######## fetch_unit ########
$ cat src/rtl/fetch_unit.sv
// Instruction fetch front end: sequential PC generator with a one-cycle memory,
// an output register plus a one-entry skid buffer, redirects and a sticky misalignment trap.
module fetch_unit #(
  parameter logic [31:0] RESET_VECTOR = 32'h0000_0000,
  parameter bit          CHECK_ALIGN  = 1'b1
) (
  input  logic        clk,
  input  logic        rst,
  output logic [31:0] imem_addr,
  output logic        imem_req,
  input  logic [31:0] imem_rdata,
  input  logic        redirect_valid,
  input  logic [31:0] redirect_target,
  output logic        if_valid,
  input  logic        if_ready,
  output logic [31:0] if_inst,
  output logic [31:0] if_pc,
  output logic        misalign_err
);

  typedef enum logic [1:0] {BOOT, RUN, ERR} state_t;

  state_t      state_q, state_d;
  logic [31:0] pc_q, pc_d;
  logic        inflight_q, inflight_d;
  logic [31:0] inflight_pc_q, inflight_pc_d;
  logic        out_valid_q, out_valid_d;
  logic [31:0] out_inst_q, out_inst_d;
  logic [31:0] out_pc_q, out_pc_d;
  logic        skid_valid_q, skid_valid_d;
  logic [31:0] skid_inst_q, skid_inst_d;
  logic [31:0] skid_pc_q, skid_pc_d;
  logic        err_q, err_d;

  logic        consume;
  logic [1:0]  occupancy;
  logic        misaligned;

  assign imem_addr    = pc_q;
  assign if_valid     = out_valid_q;
  assign if_inst      = out_inst_q;
  assign if_pc        = out_pc_q;
  assign misalign_err = err_q;

  assign consume    = out_valid_q & if_ready;
  // Entries that will still be held after this edge; a new request needs a free slot for its reply.
  assign occupancy  = {1'b0, out_valid_q} + {1'b0, skid_valid_q} + {1'b0, inflight_q} - {1'b0, consume};
  assign misaligned = CHECK_ALIGN && (redirect_target[1:0] != 2'b00);

  always_comb begin
    state_d       = state_q;
    pc_d          = pc_q;
    inflight_d    = 1'b0;
    inflight_pc_d = inflight_pc_q;
    out_valid_d   = out_valid_q;
    out_inst_d    = out_inst_q;
    out_pc_d      = out_pc_q;
    skid_valid_d  = skid_valid_q;
    skid_inst_d   = skid_inst_q;
    skid_pc_d     = skid_pc_q;
    err_d         = err_q;
    imem_req      = 1'b0;

    if (state_q != ERR) begin
      if (redirect_valid) begin
        out_valid_d  = 1'b0;
        skid_valid_d = 1'b0;
        if (misaligned) begin
          state_d = ERR;
          err_d   = 1'b1;
        end else begin
          state_d = RUN;
          pc_d    = redirect_target;
        end
      end else begin
        state_d = RUN;
        if (state_q == RUN && occupancy < 2'd2) begin
          imem_req      = 1'b1;
          pc_d          = pc_q + 32'd4;
          inflight_d    = 1'b1;
          inflight_pc_d = pc_q;
        end

        if (!out_valid_q || consume) begin
          if (skid_valid_q) begin
            out_valid_d  = 1'b1;
            out_inst_d   = skid_inst_q;
            out_pc_d     = skid_pc_q;
            skid_valid_d = inflight_q;
            if (inflight_q) begin
              skid_inst_d = imem_rdata;
              skid_pc_d   = inflight_pc_q;
            end
          end else begin
            out_valid_d = inflight_q;
            if (inflight_q) begin
              out_inst_d = imem_rdata;
              out_pc_d   = inflight_pc_q;
            end
          end
        end else if (inflight_q) begin
          // Output stalled: the reply parks in the skid slot, which the occupancy rule keeps free.
          skid_valid_d = 1'b1;
          skid_inst_d  = imem_rdata;
          skid_pc_d    = inflight_pc_q;
        end
      end
    end
  end

  always_ff @(posedge clk or posedge rst) begin
    if (rst) begin
      state_q       <= BOOT;
      pc_q          <= RESET_VECTOR;
      inflight_q    <= 1'b0;
      inflight_pc_q <= 32'd0;
      out_valid_q   <= 1'b0;
      out_inst_q    <= 32'd0;
      out_pc_q      <= 32'd0;
      skid_valid_q  <= 1'b0;
      skid_inst_q   <= 32'd0;
      skid_pc_q     <= 32'd0;
      err_q         <= 1'b0;
    end else begin
      state_q       <= state_d;
      pc_q          <= pc_d;
      inflight_q    <= inflight_d;
      inflight_pc_q <= inflight_pc_d;
      out_valid_q   <= out_valid_d;
      out_inst_q    <= out_inst_d;
      out_pc_q      <= out_pc_d;
      skid_valid_q  <= skid_valid_d;
      skid_inst_q   <= skid_inst_d;
      skid_pc_q     <= skid_pc_d;
      err_q         <= err_d;
    end
  end

endmodule
$ cat config.mk
export PLATFORM = sky130hd
export DESIGN_NAME = fetch_unit
export DESIGN_NICKNAME = d
export VERILOG_FILES = /design/src/rtl/fetch_unit.sv
export SDC_FILE = /design/constraint.sdc
export NUM_CORES = 1
export LEC_CHECK = 0
export CAP_MARGIN = 30
export CORE_ASPECT_RATIO = 1.25
export CORE_MARGIN = 4
export CORE_UTILIZATION = 35
export CTS_BUF_LIST = sky130_fd_sc_hd__clkbuf_16
export DETAILED_ROUTE_END_ITERATION = 8
export GPL_ROUTABILITY_DRIVEN = 0
export GPL_TIMING_DRIVEN = 0
export PLACE_DENSITY = 0.6
export SLEW_MARGIN = 20
export SYNTH_ARGS = -nofsm -noshare
export SYNTH_HDL_FRONTEND = slang
export SYNTH_SLANG_ARGS = --single-unit
$ cat constraint.sdc
create_clock -name clk -period 7.8 [get_ports clk]
set_input_delay 1.95 -clock clk [delete_from_list [all_inputs] [get_ports clk]]
set_output_delay 1.95 -clock clk [all_outputs]
set_load 0.02 [all_outputs]
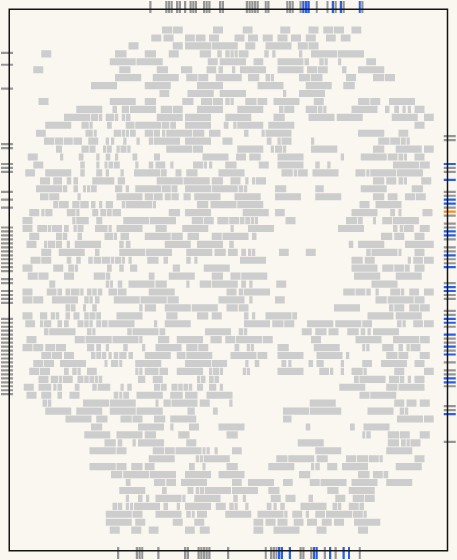
(fetch_unit/io_placement.png)
Pins as bars across the die edge, other pins in grey.
[`imem_rdata`] blue | pins: 32 | direction: input | edge: 18 right, 8 bottom, 6 top
[`rst`] orange | pins: 1 | direction: input | edge: right
buffers added on ports: 165
horizontal extent of the die: 149.6 um
Die Y: 185.0 um

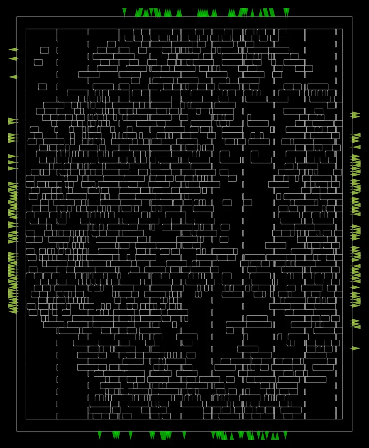
(fetch_unit/placement.png)
share of the final layout cell area in sequential cells: 43.33%
tally of non-filler cells in the final layout: 1298
number of placement rows: 64
number of sequential cells in the layout: 198

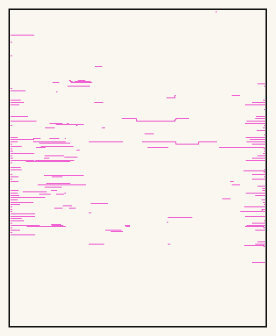
(fetch_unit/layer_met3.png)
main direction: horizontal
nets with wire on the layer: 144
detailed-route via count: 6651
post-detailed-routing wire length: 23700 um

==> impl_results.rst <==
Metrics
=======

.. list-table::
   :header-rows: 1

   * - Metric
     - Value
   * - Count of fill cells added during filler insertion
     - 2313
   * - Setup Slack @ Placement
     - 771.1 ps
   * - Fraction of power consumed by the clock network
     - 40.2%
   * - Proportion of netlist area held by the largest area contributor
     - 56.47%
   * - Delay of the slowest cell on the worst path
     - 580 ps
   * - Met3 wirelength from detailed routing
     - 1186 um
   * - Internal cell power
     - 1.582 mW
   * - DR vias/cell
     - 5.124
   * - Layout cell share with drive strength beyond 1
     - 14.98%
   * - # DRC
     - 0
   * - Post-Syn Instances
     - 771
   * - Top cells by area
     - sky130_fd_sc_hd__dfrtp_1, sky130_fd_sc_hd__mux2_2, sky130_fd_sc_hd__mux2i_1, sky130_fd_sc_hd__a21oi_1, sky130_fd_sc_hd__nor2_1
   * - Area fraction in full adders, half adders and majority gates
     - 0.4278%
   * - Clock tree sinks
     - 198
   * - Combinational share of power
     - 9.0%
   * - Proportion of synthesized flip-flops having asynchronous set or reset
     - 100.0%
   * - Fin Hold WS
     - 505.3 ps
   * - Outcome
     - completed
   * - Count of different cell masters after synthesis
     - 56
   * - Seq/Total Area, Yosys
     - 56.47%
   * - Power in combinational cells
     - 0.188 mW
   * - Starting DRC count in detailed routing
     - 381
   * - Net Sw Frac
     - 24.53%
   * - Synthesis Warnings
     - 0
   * - Sum of met2 wire segment lengths after detailed routing
     - 11620 um
   * - Routing layer with the top usage in global route
     - met2
   * - Class of the worst hold path
     - flop to flop
   * - Floorplan core area
     - 24580 um2
   * - Leakage
     - 4.894 nW
   * - Worst path slowest cell
     - sky130_fd_sc_hd__mux2i_2
   * - Multi-input gate share of total cell area
     - 31.42%
   * - Max_slew headroom
     - 38.27%
   * - Net switching power figure
     - 0.5144 mW
   * - Cell class with the largest area share
     - sequential cells
   * - Fraction of synthesized cell area in xor and xnor cells
     - 0%
   * - CTS Buf Count
     - 17
   * - Number of global-route vias before repair
     - 6760
==> worst paths after layout <==
kind	startpoint	end	slack [ps]	cells after the start
setup / recovery	if_ready	imem_req	810	10
hold / removal	skid_pc_q[10]$_DFFE_PP0P_	skid_pc_q[10]$_DFFE_PP0P_	510	1
setup reg to reg	if_valid$_DFFE_PP0P_	imem_addr[16]$_DFFE_PP0P_	4830	9
hold reg to reg	skid_pc_q[10]$_DFFE_PP0P_	skid_pc_q[10]$_DFFE_PP0P_	510	1
max in group asynchronous	rst	inflight_pc_q[9]$_DFFE_PP0P_	4820	3
min in group asynchronous	rst	if_inst[8]$_DFFE_PP0P_	2020	2

######## sap_alu_flag_unit ########
==> sap_alu_flag_unit/io_placement.png <==
Pins as bars across the die edge, other pins in grey.
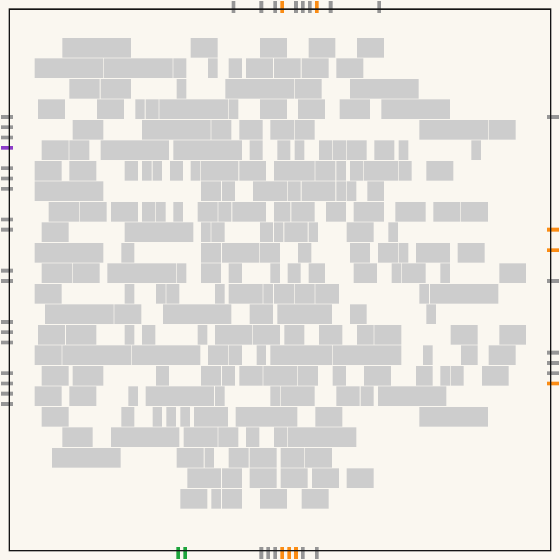
==> sap_alu_flag_unit/layer_met3.png <==
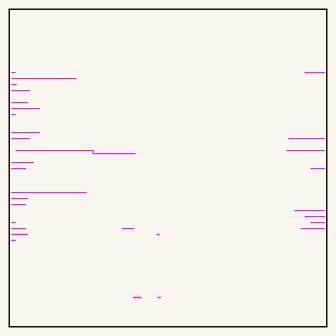
==> sap_alu_flag_unit/cell_density.png <==
7 x 7 tiles, from white (low) to dark blue (high), 0 to 100% covered.
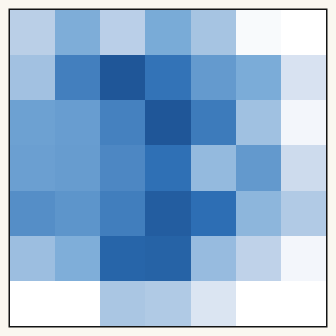
<file path="config.mk">
export PLATFORM = sky130hd
export DESIGN_NAME = sap_alu_flag_unit
export DESIGN_NICKNAME = d
export VERILOG_FILES = /design/src/rtl/sap_pkg.sv /design/src/rtl/sap_alu_core.sv /design/src/rtl/sap_alu_flag_unit.sv
export SDC_FILE = /design/constraint.sdc
export NUM_CORES = 1
export LEC_CHECK = 0
export CORE_MARGIN = 3
export CORE_UTILIZATION = 40
export DETAILED_ROUTE_END_ITERATION = 6
export PLACE_DENSITY = 0.73
export SLEW_MARGIN = 20
export SYNTH_ARGS = -nofsm -noshare
export SYNTH_HDL_FRONTEND = slang
export SYNTH_SLANG_ARGS = --single-unit
</file>
<file path="constraint.sdc">
create_clock -name clk -period 5.7 [get_ports clk]
set_input_delay 1.14 -clock clk [delete_from_list [all_inputs] [get_ports clk]]
set_output_delay 1.14 -clock clk [all_outputs]
set_load 0.005 [all_outputs]
</file>
<file path="src/rtl/sap_pkg.sv">
// Shared constants for the SAP accumulator stage and the control unit.
// SAP_OVERFLOW_FLAG_EN widens the flag register with a signed-overflow bit.
package sap_pkg;

  localparam int DATA_W = 8;
`ifdef SAP_OVERFLOW_FLAG_EN
  localparam int FLAG_W = 3;
`else
  localparam int FLAG_W = 2;
`endif

  localparam logic [1:0] ALU_ADD = 2'b00;
  localparam logic [1:0] ALU_SUB = 2'b01;
  localparam logic [1:0] ALU_INC = 2'b10;
  localparam logic [1:0] ALU_DEC = 2'b11;

  localparam int FLAG_C = 0;
  localparam int FLAG_Z = 1;
  localparam int FLAG_V = 2;

endpackage

</file>
<file path="src/rtl/sap_alu_core.sv">
// Combinational SAP ALU: every op is a single 9-bit add of A, a selected operand and a carry-in.
// SAP_OVERFLOW_FLAG_EN adds the signed-overflow output v.
module sap_alu_core
  import sap_pkg::*;
(
  input  logic [DATA_W-1:0] a,
  input  logic [DATA_W-1:0] b,
  input  logic [1:0]        op,
  output logic [DATA_W-1:0] y,
`ifdef SAP_OVERFLOW_FLAG_EN
  output logic              v,
`endif
  output logic              c
);

  logic [DATA_W-1:0] opnd;
  logic              cin;
  logic [DATA_W:0]   sum;

  // SUB is A + ~B + 1, so carry out means "no borrow".
  always_comb begin
    opnd = b;
    cin  = 1'b0;
    case (op)
      ALU_ADD: begin opnd = b;           cin = 1'b0; end
      ALU_SUB: begin opnd = ~b;          cin = 1'b1; end
      ALU_INC: begin opnd = '0;          cin = 1'b1; end
      ALU_DEC: begin opnd = {DATA_W{1'b1}}; cin = 1'b0; end
      default: begin opnd = b;           cin = 1'b0; end
    endcase
  end

  assign sum = {1'b0, a} + {1'b0, opnd} + {{DATA_W{1'b0}}, cin};
  assign y   = sum[DATA_W-1:0];
  assign c   = sum[DATA_W];

`ifdef SAP_OVERFLOW_FLAG_EN
  assign v = (a[DATA_W-1] == opnd[DATA_W-1]) && (y[DATA_W-1] != a[DATA_W-1]);
`endif

endmodule

</file>
<file path="src/rtl/sap_alu_flag_unit.sv">
// SAP accumulator stage: A/B/OUT registers, registered {zero, carry} flags and bus drive.
// SAP_OVERFLOW_FLAG_EN adds flags[2] = signed overflow.
module sap_alu_flag_unit
  import sap_pkg::*;
(
  input  logic              clk,
  input  logic              rst,
  input  logic [DATA_W-1:0] bus_in,
  input  logic              a_load,
  input  logic              b_load,
  input  logic [1:0]        alu_op,
  input  logic              alu_exec,
  input  logic              a_out_en,
  input  logic              alu_out_en,
  input  logic              out_load,
  output logic [DATA_W-1:0] bus_out,
  output logic              bus_drive,
  output logic              bus_conflict,
  output logic [FLAG_W-1:0] flags,
  output logic [DATA_W-1:0] a_q,
  output logic [DATA_W-1:0] out_q
);

  logic [DATA_W-1:0] b_q;
  logic [FLAG_W-1:0] flags_q, flags_d;
  logic              conflict_q;
  logic [DATA_W-1:0] alu_y;
  logic              alu_c;
`ifdef SAP_OVERFLOW_FLAG_EN
  logic              alu_v;
`endif

  sap_alu_core u_core (
    .a  (a_q),
    .b  (b_q),
    .op (alu_op),
    .y  (alu_y),
`ifdef SAP_OVERFLOW_FLAG_EN
    .v  (alu_v),
`endif
    .c  (alu_c)
  );

  always_comb begin
    flags_d         = '0;
    flags_d[FLAG_Z] = (alu_y == '0);
    flags_d[FLAG_C] = alu_c;
`ifdef SAP_OVERFLOW_FLAG_EN
    flags_d[FLAG_V] = alu_v;
`endif
  end

  // a_load beats alu_exec; flags only move on a completed exec.
  always_ff @(posedge clk or negedge rst) begin
    if (!rst) begin
      a_q        <= '0;
      b_q        <= '0;
      out_q      <= '0;
      flags_q    <= '0;
      conflict_q <= 1'b0;
    end else begin
      if (a_load) begin
        a_q <= bus_in;
      end else if (alu_exec) begin
        a_q     <= alu_y;
        flags_q <= flags_d;
      end
      if (b_load)   b_q   <= bus_in;
      if (out_load) out_q <= bus_in;
      conflict_q <= a_out_en & alu_out_en;
    end
  end

  assign bus_out      = a_out_en ? a_q : (alu_out_en ? alu_y : '0);
  assign bus_drive    = a_out_en | alu_out_en;
  assign bus_conflict = conflict_q;
  assign flags        = flags_q;

endmodule

</file>
==> impl_results.rst <==
Metrics
=======

.. list-table::
   :header-rows: 1

   * - Metric
     - Value
   * - Layout cell share with drive strength beyond 1
     - 13.60%
   * - Net switching power figure
     - 0.2313 mW
   * - Net Sw Frac
     - 34.28%
   * - Area added between synthesis and finish
     - 34.11%
   * - Most instantiated logic cells after routing
     - sky130_fd_sc_hd__clkdlybuf4s50_1, sky130_fd_sc_hd__dfrtp_1, sky130_fd_sc_hd__nand2_1
   * - Critical Path, Cell by Cell
     - clkdlybuf4s50_1 -> inv_1 -> ha_1 -> a211oi_1 -> a21oi_1 -> fa_2 -> fa_2 -> a211oi_4 -> o21ai_2 -> a221oi_2 -> a22o_1 -> clkdlybuf4s50_1
   * - Later-pin clock latency in the skew report
     - 270 ps
   * - Largest net degree at the start of global routing
     - 28
   * - Cell class with the largest area share
     - combinational gates
   * - Internal cell power
     - 0.4436 mW
   * - Max_slew headroom
     - 60.04%
   * - Outcome
     - completed
   * - Proportion of synthesized flip-flops having asynchronous set or reset
     - 100.0%
   * - Sum of met2 wire segment lengths after detailed routing
     - 1870 um
   * - Non-clock buffer total of the final layout
     - 51
   * - Largest non-sequential cell family by area
     - AND-OR/OR-AND gates
   * - Count of inserted tapcells
     - 50
   * - Power in combinational cells
     - 0.328 mW
   * - Antenna violations before repair
     - 0
   * - Detailed placer's ending HPWL
     - 3091 um
   * - # nets final
     - 259
   * - Leakage
     - 1.030 nW
   * - Worst path slowest cell
     - sky130_fd_sc_hd__clkdlybuf4s50_1
   * - Maximum VDD drop
     - 156.6 uV
   * - Data required time at the worst endpoint
     - 4560 ps
   * - Number of enable-type register cells in the synthesized netlist
     - 0
About sap_alu_flag_unit/io_placement.png:
[`bus_out`] orange | pins: 8 | direction: output | edge: 3 bottom, 3 right, 2 top
[`rst`] purple | pins: 1 | direction: input | edge: left
[`alu_op`] green | pins: 2 | direction: input | edge: bottom
all pins by edge: 18 left, 10 top, 10 bottom, 8 right
Die Y: 71.66 um
horizontal extent of the die: 71.66 um

About sap_alu_flag_unit/layer_met3.png:
longest straight run: 17.5 um
share of all routed wire: 3.9%
wire length on this layer: 155 um
post-detailed-routing wire length: 3990 um
met3 usage: 2.805%
detailed-route via count: 1482

About sap_alu_flag_unit/cell_density.png:
tiles over 75% full: 12%
nearly empty tiles: 10%
mean over tiles: 44%
densest ninth of the die: middle
emptiest ninth of the die: bottom right
floorplan core area: 4086 um2
Floorplan Utilization: 42.19%

-- worst paths after layout --
path | startpoint | end | slack, ps
setup / recovery | alu_op[0] | bus_out[6] | 230
hold / removal | flags[1]$_DFFE_PN0P_ | flags[1]$_DFFE_PN0P_ | 490
setup reg to reg | b_q[0]$_DFFE_PN0P_ | a_q[6]$_DFFE_PN0P_ | 3100
hold reg to reg | flags[1]$_DFFE_PN0P_ | flags[1]$_DFFE_PN0P_ | 490
max in group asynchronous | rst | out_q[4]$_DFFE_PN0P_ | 4190
min in group asynchronous | rst | b_q[3]$_DFFE_PN0P_ | 1240

######## instr_sequencer ########
==> instr_sequencer/io_placement.png <==
Pins as bars across the die edge, other pins in grey.
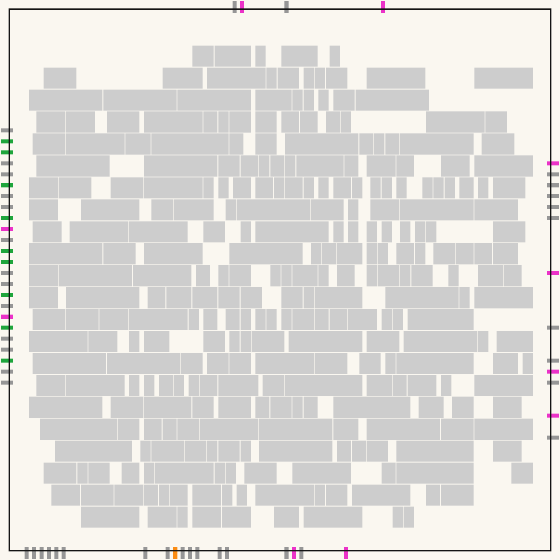
==> instr_sequencer/layer_met3.png <==
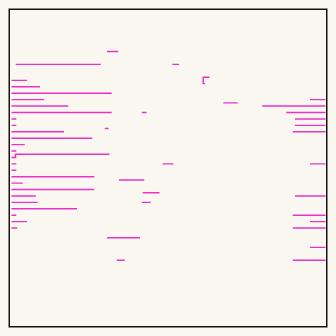
**src/rtl/seq_pkg.sv**
```systemverilog
// seq_pkg: shared state encoding, width defaults and the next-PC helper
// used by instr_sequencer and its PC register.
package seq_pkg;

   localparam int PC_W_DEF = 10;
   localparam int OP_W_DEF = 9;
   localparam int IMM_W    = 16;

   typedef enum logic [2:0] {
      IDLE     = 3'd0,
      FETCH    = 3'd1,
      DECODE   = 3'd2,
      EXEC     = 3'd3,
      MEM_WAIT = 3'd4,
      HALT     = 3'd5
   } state_t;

   // Branch/jump target or sequential successor, computed at full immediate
   // width; the caller keeps the low PC_W bits, which gives the wrap-around.
   function automatic logic [IMM_W-1:0] next_pc(
      input logic [IMM_W-1:0] pc,
      input logic [IMM_W-1:0] imm,
      input logic             take,
      input logic             jmp
   );
      logic [IMM_W-1:0] nxt;
      if (jmp || take) begin
         nxt = pc + imm;
      end else begin
         nxt = pc + 16'd1;
      end
      return nxt;
   endfunction

endpackage

```
**src/rtl/seq_pc_reg.sv**
```systemverilog
// seq_pc_reg: program counter register with reload, relative branch/jump
// and sequential increment, all modulo 2**PC_W.
module seq_pc_reg
   import seq_pkg::*;
#(
   parameter int              PC_W     = PC_W_DEF,
   parameter logic [PC_W-1:0] RESET_PC = {PC_W{1'b0}}
) (
   input  logic             clk,
   input  logic             reset_n,
   input  logic             i_load,
   input  logic             i_upd,
   input  logic             i_take,
   input  logic             i_jmp,
   input  logic [IMM_W-1:0] i_imm,
   output logic [PC_W-1:0]  o_pc
);

   logic [PC_W-1:0]  r_pc;
   logic [IMM_W-1:0] w_pc_ext;
   logic [IMM_W-1:0] w_next_ext;
   logic             w_unused_hi;

   // Zero-extend the PC so the shared helper can work at immediate width.
   always_comb begin
      w_pc_ext             = 16'h0000;
      w_pc_ext[PC_W-1:0]   = r_pc;
   end

   assign w_next_ext  = next_pc(w_pc_ext, i_imm, i_take, i_jmp);
   // Bits above PC_W are dropped on purpose: that truncation is the modulo.
   assign w_unused_hi = ^w_next_ext;

   // PC register: reload on start, advance when an instruction retires.
   always_ff @(posedge clk or negedge reset_n) begin
      if (!reset_n) begin
         r_pc <= RESET_PC;
      end else if (i_load) begin
         r_pc <= RESET_PC;
      end else if (i_upd) begin
         r_pc <= w_next_ext[PC_W-1:0];
      end else begin
         r_pc <= r_pc;
      end
   end

   assign o_pc = r_pc;

endmodule

```
**src/rtl/instr_sequencer.sv**
```systemverilog
// instr_sequencer: fetch/decode/execute controller for the 9-bit ISA.
// Optional build macro SEQ_PERF_CNT_EN adds cycle_cnt_o / instr_cnt_o
// performance counters; without it those ports do not exist.
module instr_sequencer
   import seq_pkg::*;
#(
   parameter int              PC_W     = PC_W_DEF,
   parameter logic [PC_W-1:0] RESET_PC = {PC_W{1'b0}},
   parameter int              OP_W     = OP_W_DEF
) (
   input  logic             clk,
   input  logic             reset_n,
   input  logic             start_i,
   input  logic [OP_W-1:0]  instr_i,
   input  logic             lut_rf_w_i,
   input  logic             lut_mem_w_i,
   input  logic             lut_mem_r_i,
   input  logic             lut_br_i,
   input  logic             lut_jmp_i,
   input  logic             lut_halt_i,
   input  logic [IMM_W-1:0] imm_pc_i,
   input  logic             alu_zero_i,
   input  logic             mem_ack_i,
   output logic [PC_W-1:0]  pc_o,
   output logic [OP_W-1:0]  op_o,
   output logic             rf_we_o,
   output logic             mem_we_o,
   output logic             mem_re_o,
   output logic             done_o
`ifdef SEQ_PERF_CNT_EN
   ,
   output logic [31:0]      cycle_cnt_o,
   output logic [31:0]      instr_cnt_o
`endif
);

   state_t          r_state;
   logic [OP_W-1:0] r_op;
   logic            r_done;
   logic            r_start_q;

   logic w_start_rise;
   logic w_in_exec;
   logic w_in_wait;
   logic w_idle_like;
   logic w_active;
   logic w_mem_acc;
   logic w_retire;
   logic w_take;
   logic w_pc_load;
   logic w_pc_upd;

   assign w_start_rise = start_i & ~r_start_q;

   // Classify the current state and derive retire / PC-control terms.
   always_comb begin
      w_in_exec   = 1'b0;
      w_in_wait   = 1'b0;
      w_idle_like = 1'b0;
      case (r_state)
         EXEC:       w_in_exec   = 1'b1;
         MEM_WAIT:   w_in_wait   = 1'b1;
         IDLE, HALT: w_idle_like = 1'b1;
         default:    w_idle_like = 1'b0;
      endcase
      w_active  = w_in_exec | w_in_wait;
      w_mem_acc = lut_mem_w_i | lut_mem_r_i;
      w_retire  = (w_in_exec & (~w_mem_acc | mem_ack_i)) | (w_in_wait & mem_ack_i);
      w_take    = lut_br_i & alu_zero_i;
      w_pc_upd  = w_retire & ~lut_halt_i;
      w_pc_load = w_idle_like & w_start_rise;
   end

   // Strobes follow the LUT only while executing; they fall the moment the
   // state register is reset, so an abandoned access never lingers.
   assign rf_we_o  = w_active & lut_rf_w_i;
   assign mem_we_o = w_active & lut_mem_w_i;
   assign mem_re_o = w_active & lut_mem_r_i;

   seq_pc_reg #(
      .PC_W     (PC_W),
      .RESET_PC (RESET_PC)
   ) u_pc (
      .clk     (clk),
      .reset_n (reset_n),
      .i_load  (w_pc_load),
      .i_upd   (w_pc_upd),
      .i_take  (w_take),
      .i_jmp   (lut_jmp_i),
      .i_imm   (imm_pc_i),
      .o_pc    (pc_o)
   );

   // Sequencer FSM with registered instruction latch and done flag.
   always_ff @(posedge clk or negedge reset_n) begin
      if (!reset_n) begin
         r_state   <= IDLE;
         r_op      <= {OP_W{1'b0}};
         r_done    <= 1'b0;
         r_start_q <= 1'b0;
      end else begin
         r_start_q <= start_i;
         case (r_state)
            IDLE: begin
               if (w_start_rise) begin
                  r_state <= FETCH;
               end else begin
                  r_state <= IDLE;
               end
            end
            FETCH: begin
               r_op    <= instr_i;
               r_state <= DECODE;
            end
            DECODE: begin
               r_state <= EXEC;
            end
            EXEC, MEM_WAIT: begin
               if (w_retire) begin
                  if (lut_halt_i) begin
                     r_state <= HALT;
                     r_done  <= 1'b1;
                  end else begin
                     r_state <= FETCH;
                  end
               end else begin
                  r_state <= MEM_WAIT;
               end
            end
            HALT: begin
               if (w_start_rise) begin
                  r_state <= FETCH;
                  r_done  <= 1'b0;
               end else begin
                  r_state <= HALT;
               end
            end
            default: begin
               r_state <= IDLE;
               r_done  <= 1'b0;
            end
         endcase
      end
   end

   assign op_o   = r_op;
   assign done_o = r_done;

`ifdef SEQ_PERF_CNT_EN
   logic [31:0] r_cycle_cnt;
   logic [31:0] r_instr_cnt;

   // Saturating run-cycle and retired-instruction counters, cleared on start.
   always_ff @(posedge clk or negedge reset_n) begin
      if (!reset_n) begin
         r_cycle_cnt <= 32'd0;
         r_instr_cnt <= 32'd0;
      end else if (w_pc_load) begin
         r_cycle_cnt <= 32'd0;
         r_instr_cnt <= 32'd0;
      end else begin
         if (!w_idle_like && (r_cycle_cnt != 32'hFFFF_FFFF)) begin
            r_cycle_cnt <= r_cycle_cnt + 32'd1;
         end else begin
            r_cycle_cnt <= r_cycle_cnt;
         end
         if (w_retire && (r_instr_cnt != 32'hFFFF_FFFF)) begin
            r_instr_cnt <= r_instr_cnt + 32'd1;
         end else begin
            r_instr_cnt <= r_instr_cnt;
         end
      end
   end

   assign cycle_cnt_o = r_cycle_cnt;
   assign instr_cnt_o = r_instr_cnt;
`endif

endmodule

```
**config.mk**
```make
export PLATFORM = sky130hd
export DESIGN_NAME = instr_sequencer
export DESIGN_NICKNAME = d
export VERILOG_FILES = /design/src/rtl/seq_pkg.sv /design/src/rtl/seq_pc_reg.sv /design/src/rtl/instr_sequencer.sv
export SDC_FILE = /design/constraint.sdc
export NUM_CORES = 1
export LEC_CHECK = 0
export ABC_AREA = 1
export CORE_MARGIN = 2
export CORE_UTILIZATION = 40
export DETAILED_ROUTE_END_ITERATION = 6
export HOLD_SLACK_MARGIN = 0.1
export PLACE_DENSITY = 0.77
export SYNTH_ARGS = -nofsm -noshare
export SYNTH_HDL_FRONTEND = slang
export SYNTH_SLANG_ARGS = --single-unit
```
**constraint.sdc**
```tcl
create_clock -name clk -period 1.6 [get_ports clk]
set_clock_uncertainty 0.05 [all_clocks]
set_input_delay 0.32 -clock clk [delete_from_list [all_inputs] [get_ports clk]]
set_output_delay 0.32 -clock clk [all_outputs]
set_load 0.05 [all_outputs]
```
==> impl_results.rst <==
Metrics
=======

.. list-table::
   :header-rows: 1

   * - Metric
     - Value
   * - Total negative setup slack
     - -358.5 ps
   * - Proportion of netlist area held by the largest area contributor
     - 37.91%
   * - Final tally of setup violations
     - 4
   * - Power attributed to the clock group
     - 0.383 mW
   * - Area of the mapped netlist
     - 1584 um2
   * - DR vias/cell
     - 4.902
   * - Failing checks
     - setup timing
   * - Highest net fanout along the worst path
     - 5
   * - Setup ws final
     - -102.7 ps
   * - Placed Cells
     - 322
   * - Quantity of hold-fixing buffers added after cts
     - 0
   * - Top-level port count
     - 59
   * - Worst R2R End
     - u_pc.o_pc[6]$_DFFE_PN0P_
   * - Post-synthesis share of cell area spent on and-or and or-and gates
     - 6.477%
   * - Critical Path AT
     - 1330 ps
   * - Class of the worst hold path
     - primary input to async pin
   * - Later-pin clock latency in the skew report
     - 280 ps
   * - Outcome
     - finished with violations
   * - CTS tree
     - done
   * - Ys cells
     - 201
About instr_sequencer/io_placement.png:
[`mem_re_o`] orange | pins: 1 | direction: output | edge: bottom
[`pc_o`] magenta | pins: 10 | direction: output | edge: 4 right, 2 bottom, 2 left, 2 top
[`op_o`] green | pins: 9 | direction: output | edge: left
Die Y: 66.93 um
horizontal extent of the die: 66.93 um
buffers added on ports: 52

About instr_sequencer/layer_met3.png:
wire length on this layer: 314 um
share of all routed wire: 6.7%
post-detailed-routing wire length: 4692 um
met3 usage: 5.068%
detailed-route via count: 1657

==> worst max-delay path: stages, from the launching register on <==
cell	delay (ps)
sky130_fd_sc_hd__dfrtp_2	450
sky130_fd_sc_hd__nor2_4	130
sky130_fd_sc_hd__nor2_2	60
sky130_fd_sc_hd__inv_2	70
sky130_fd_sc_hd__nand2_4	90
sky130_fd_sc_hd__nor2_4	120
sky130_fd_sc_hd__buf_12	140
==> layout make-up <==
type                    instances  area, um2
clock buffers                   4      45.04
flip-flops and latches         24      610.6
inverters                      35      138.9
multi-input cells             141       1102
fillers                       220      739.5
well taps                      48      60.06
repair buffers                 86       1047


==> notes/layouts.md <==
Pictures saved along the way, in no particular order.

Routed clock nets over the placement.
image #1
Scale bar: 20 um.
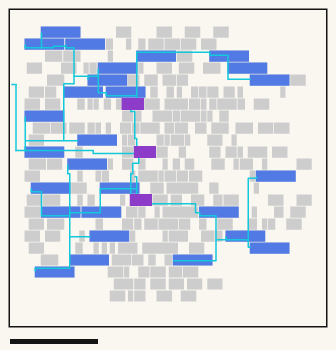
image #2
Scale bar: 20 um.
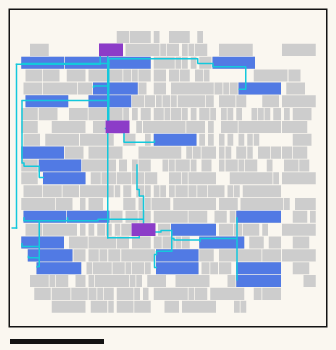
image #3
Scale bar: 50 um.
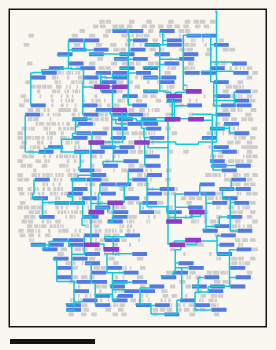
Image #1 is sap_alu_flag_unit.
Image #3 is fetch_unit.
Image #2 is instr_sequencer.
Of these, largest die: image #3
Of these, most sequential cells: image #3

Key to image #1:
[clock wires] cyan | length: 345 um
[flip-flops] blue | count: 27
[clock drivers] purple | count: 3
routed clock nets: 4

Power and IR drop assume default switching activity.
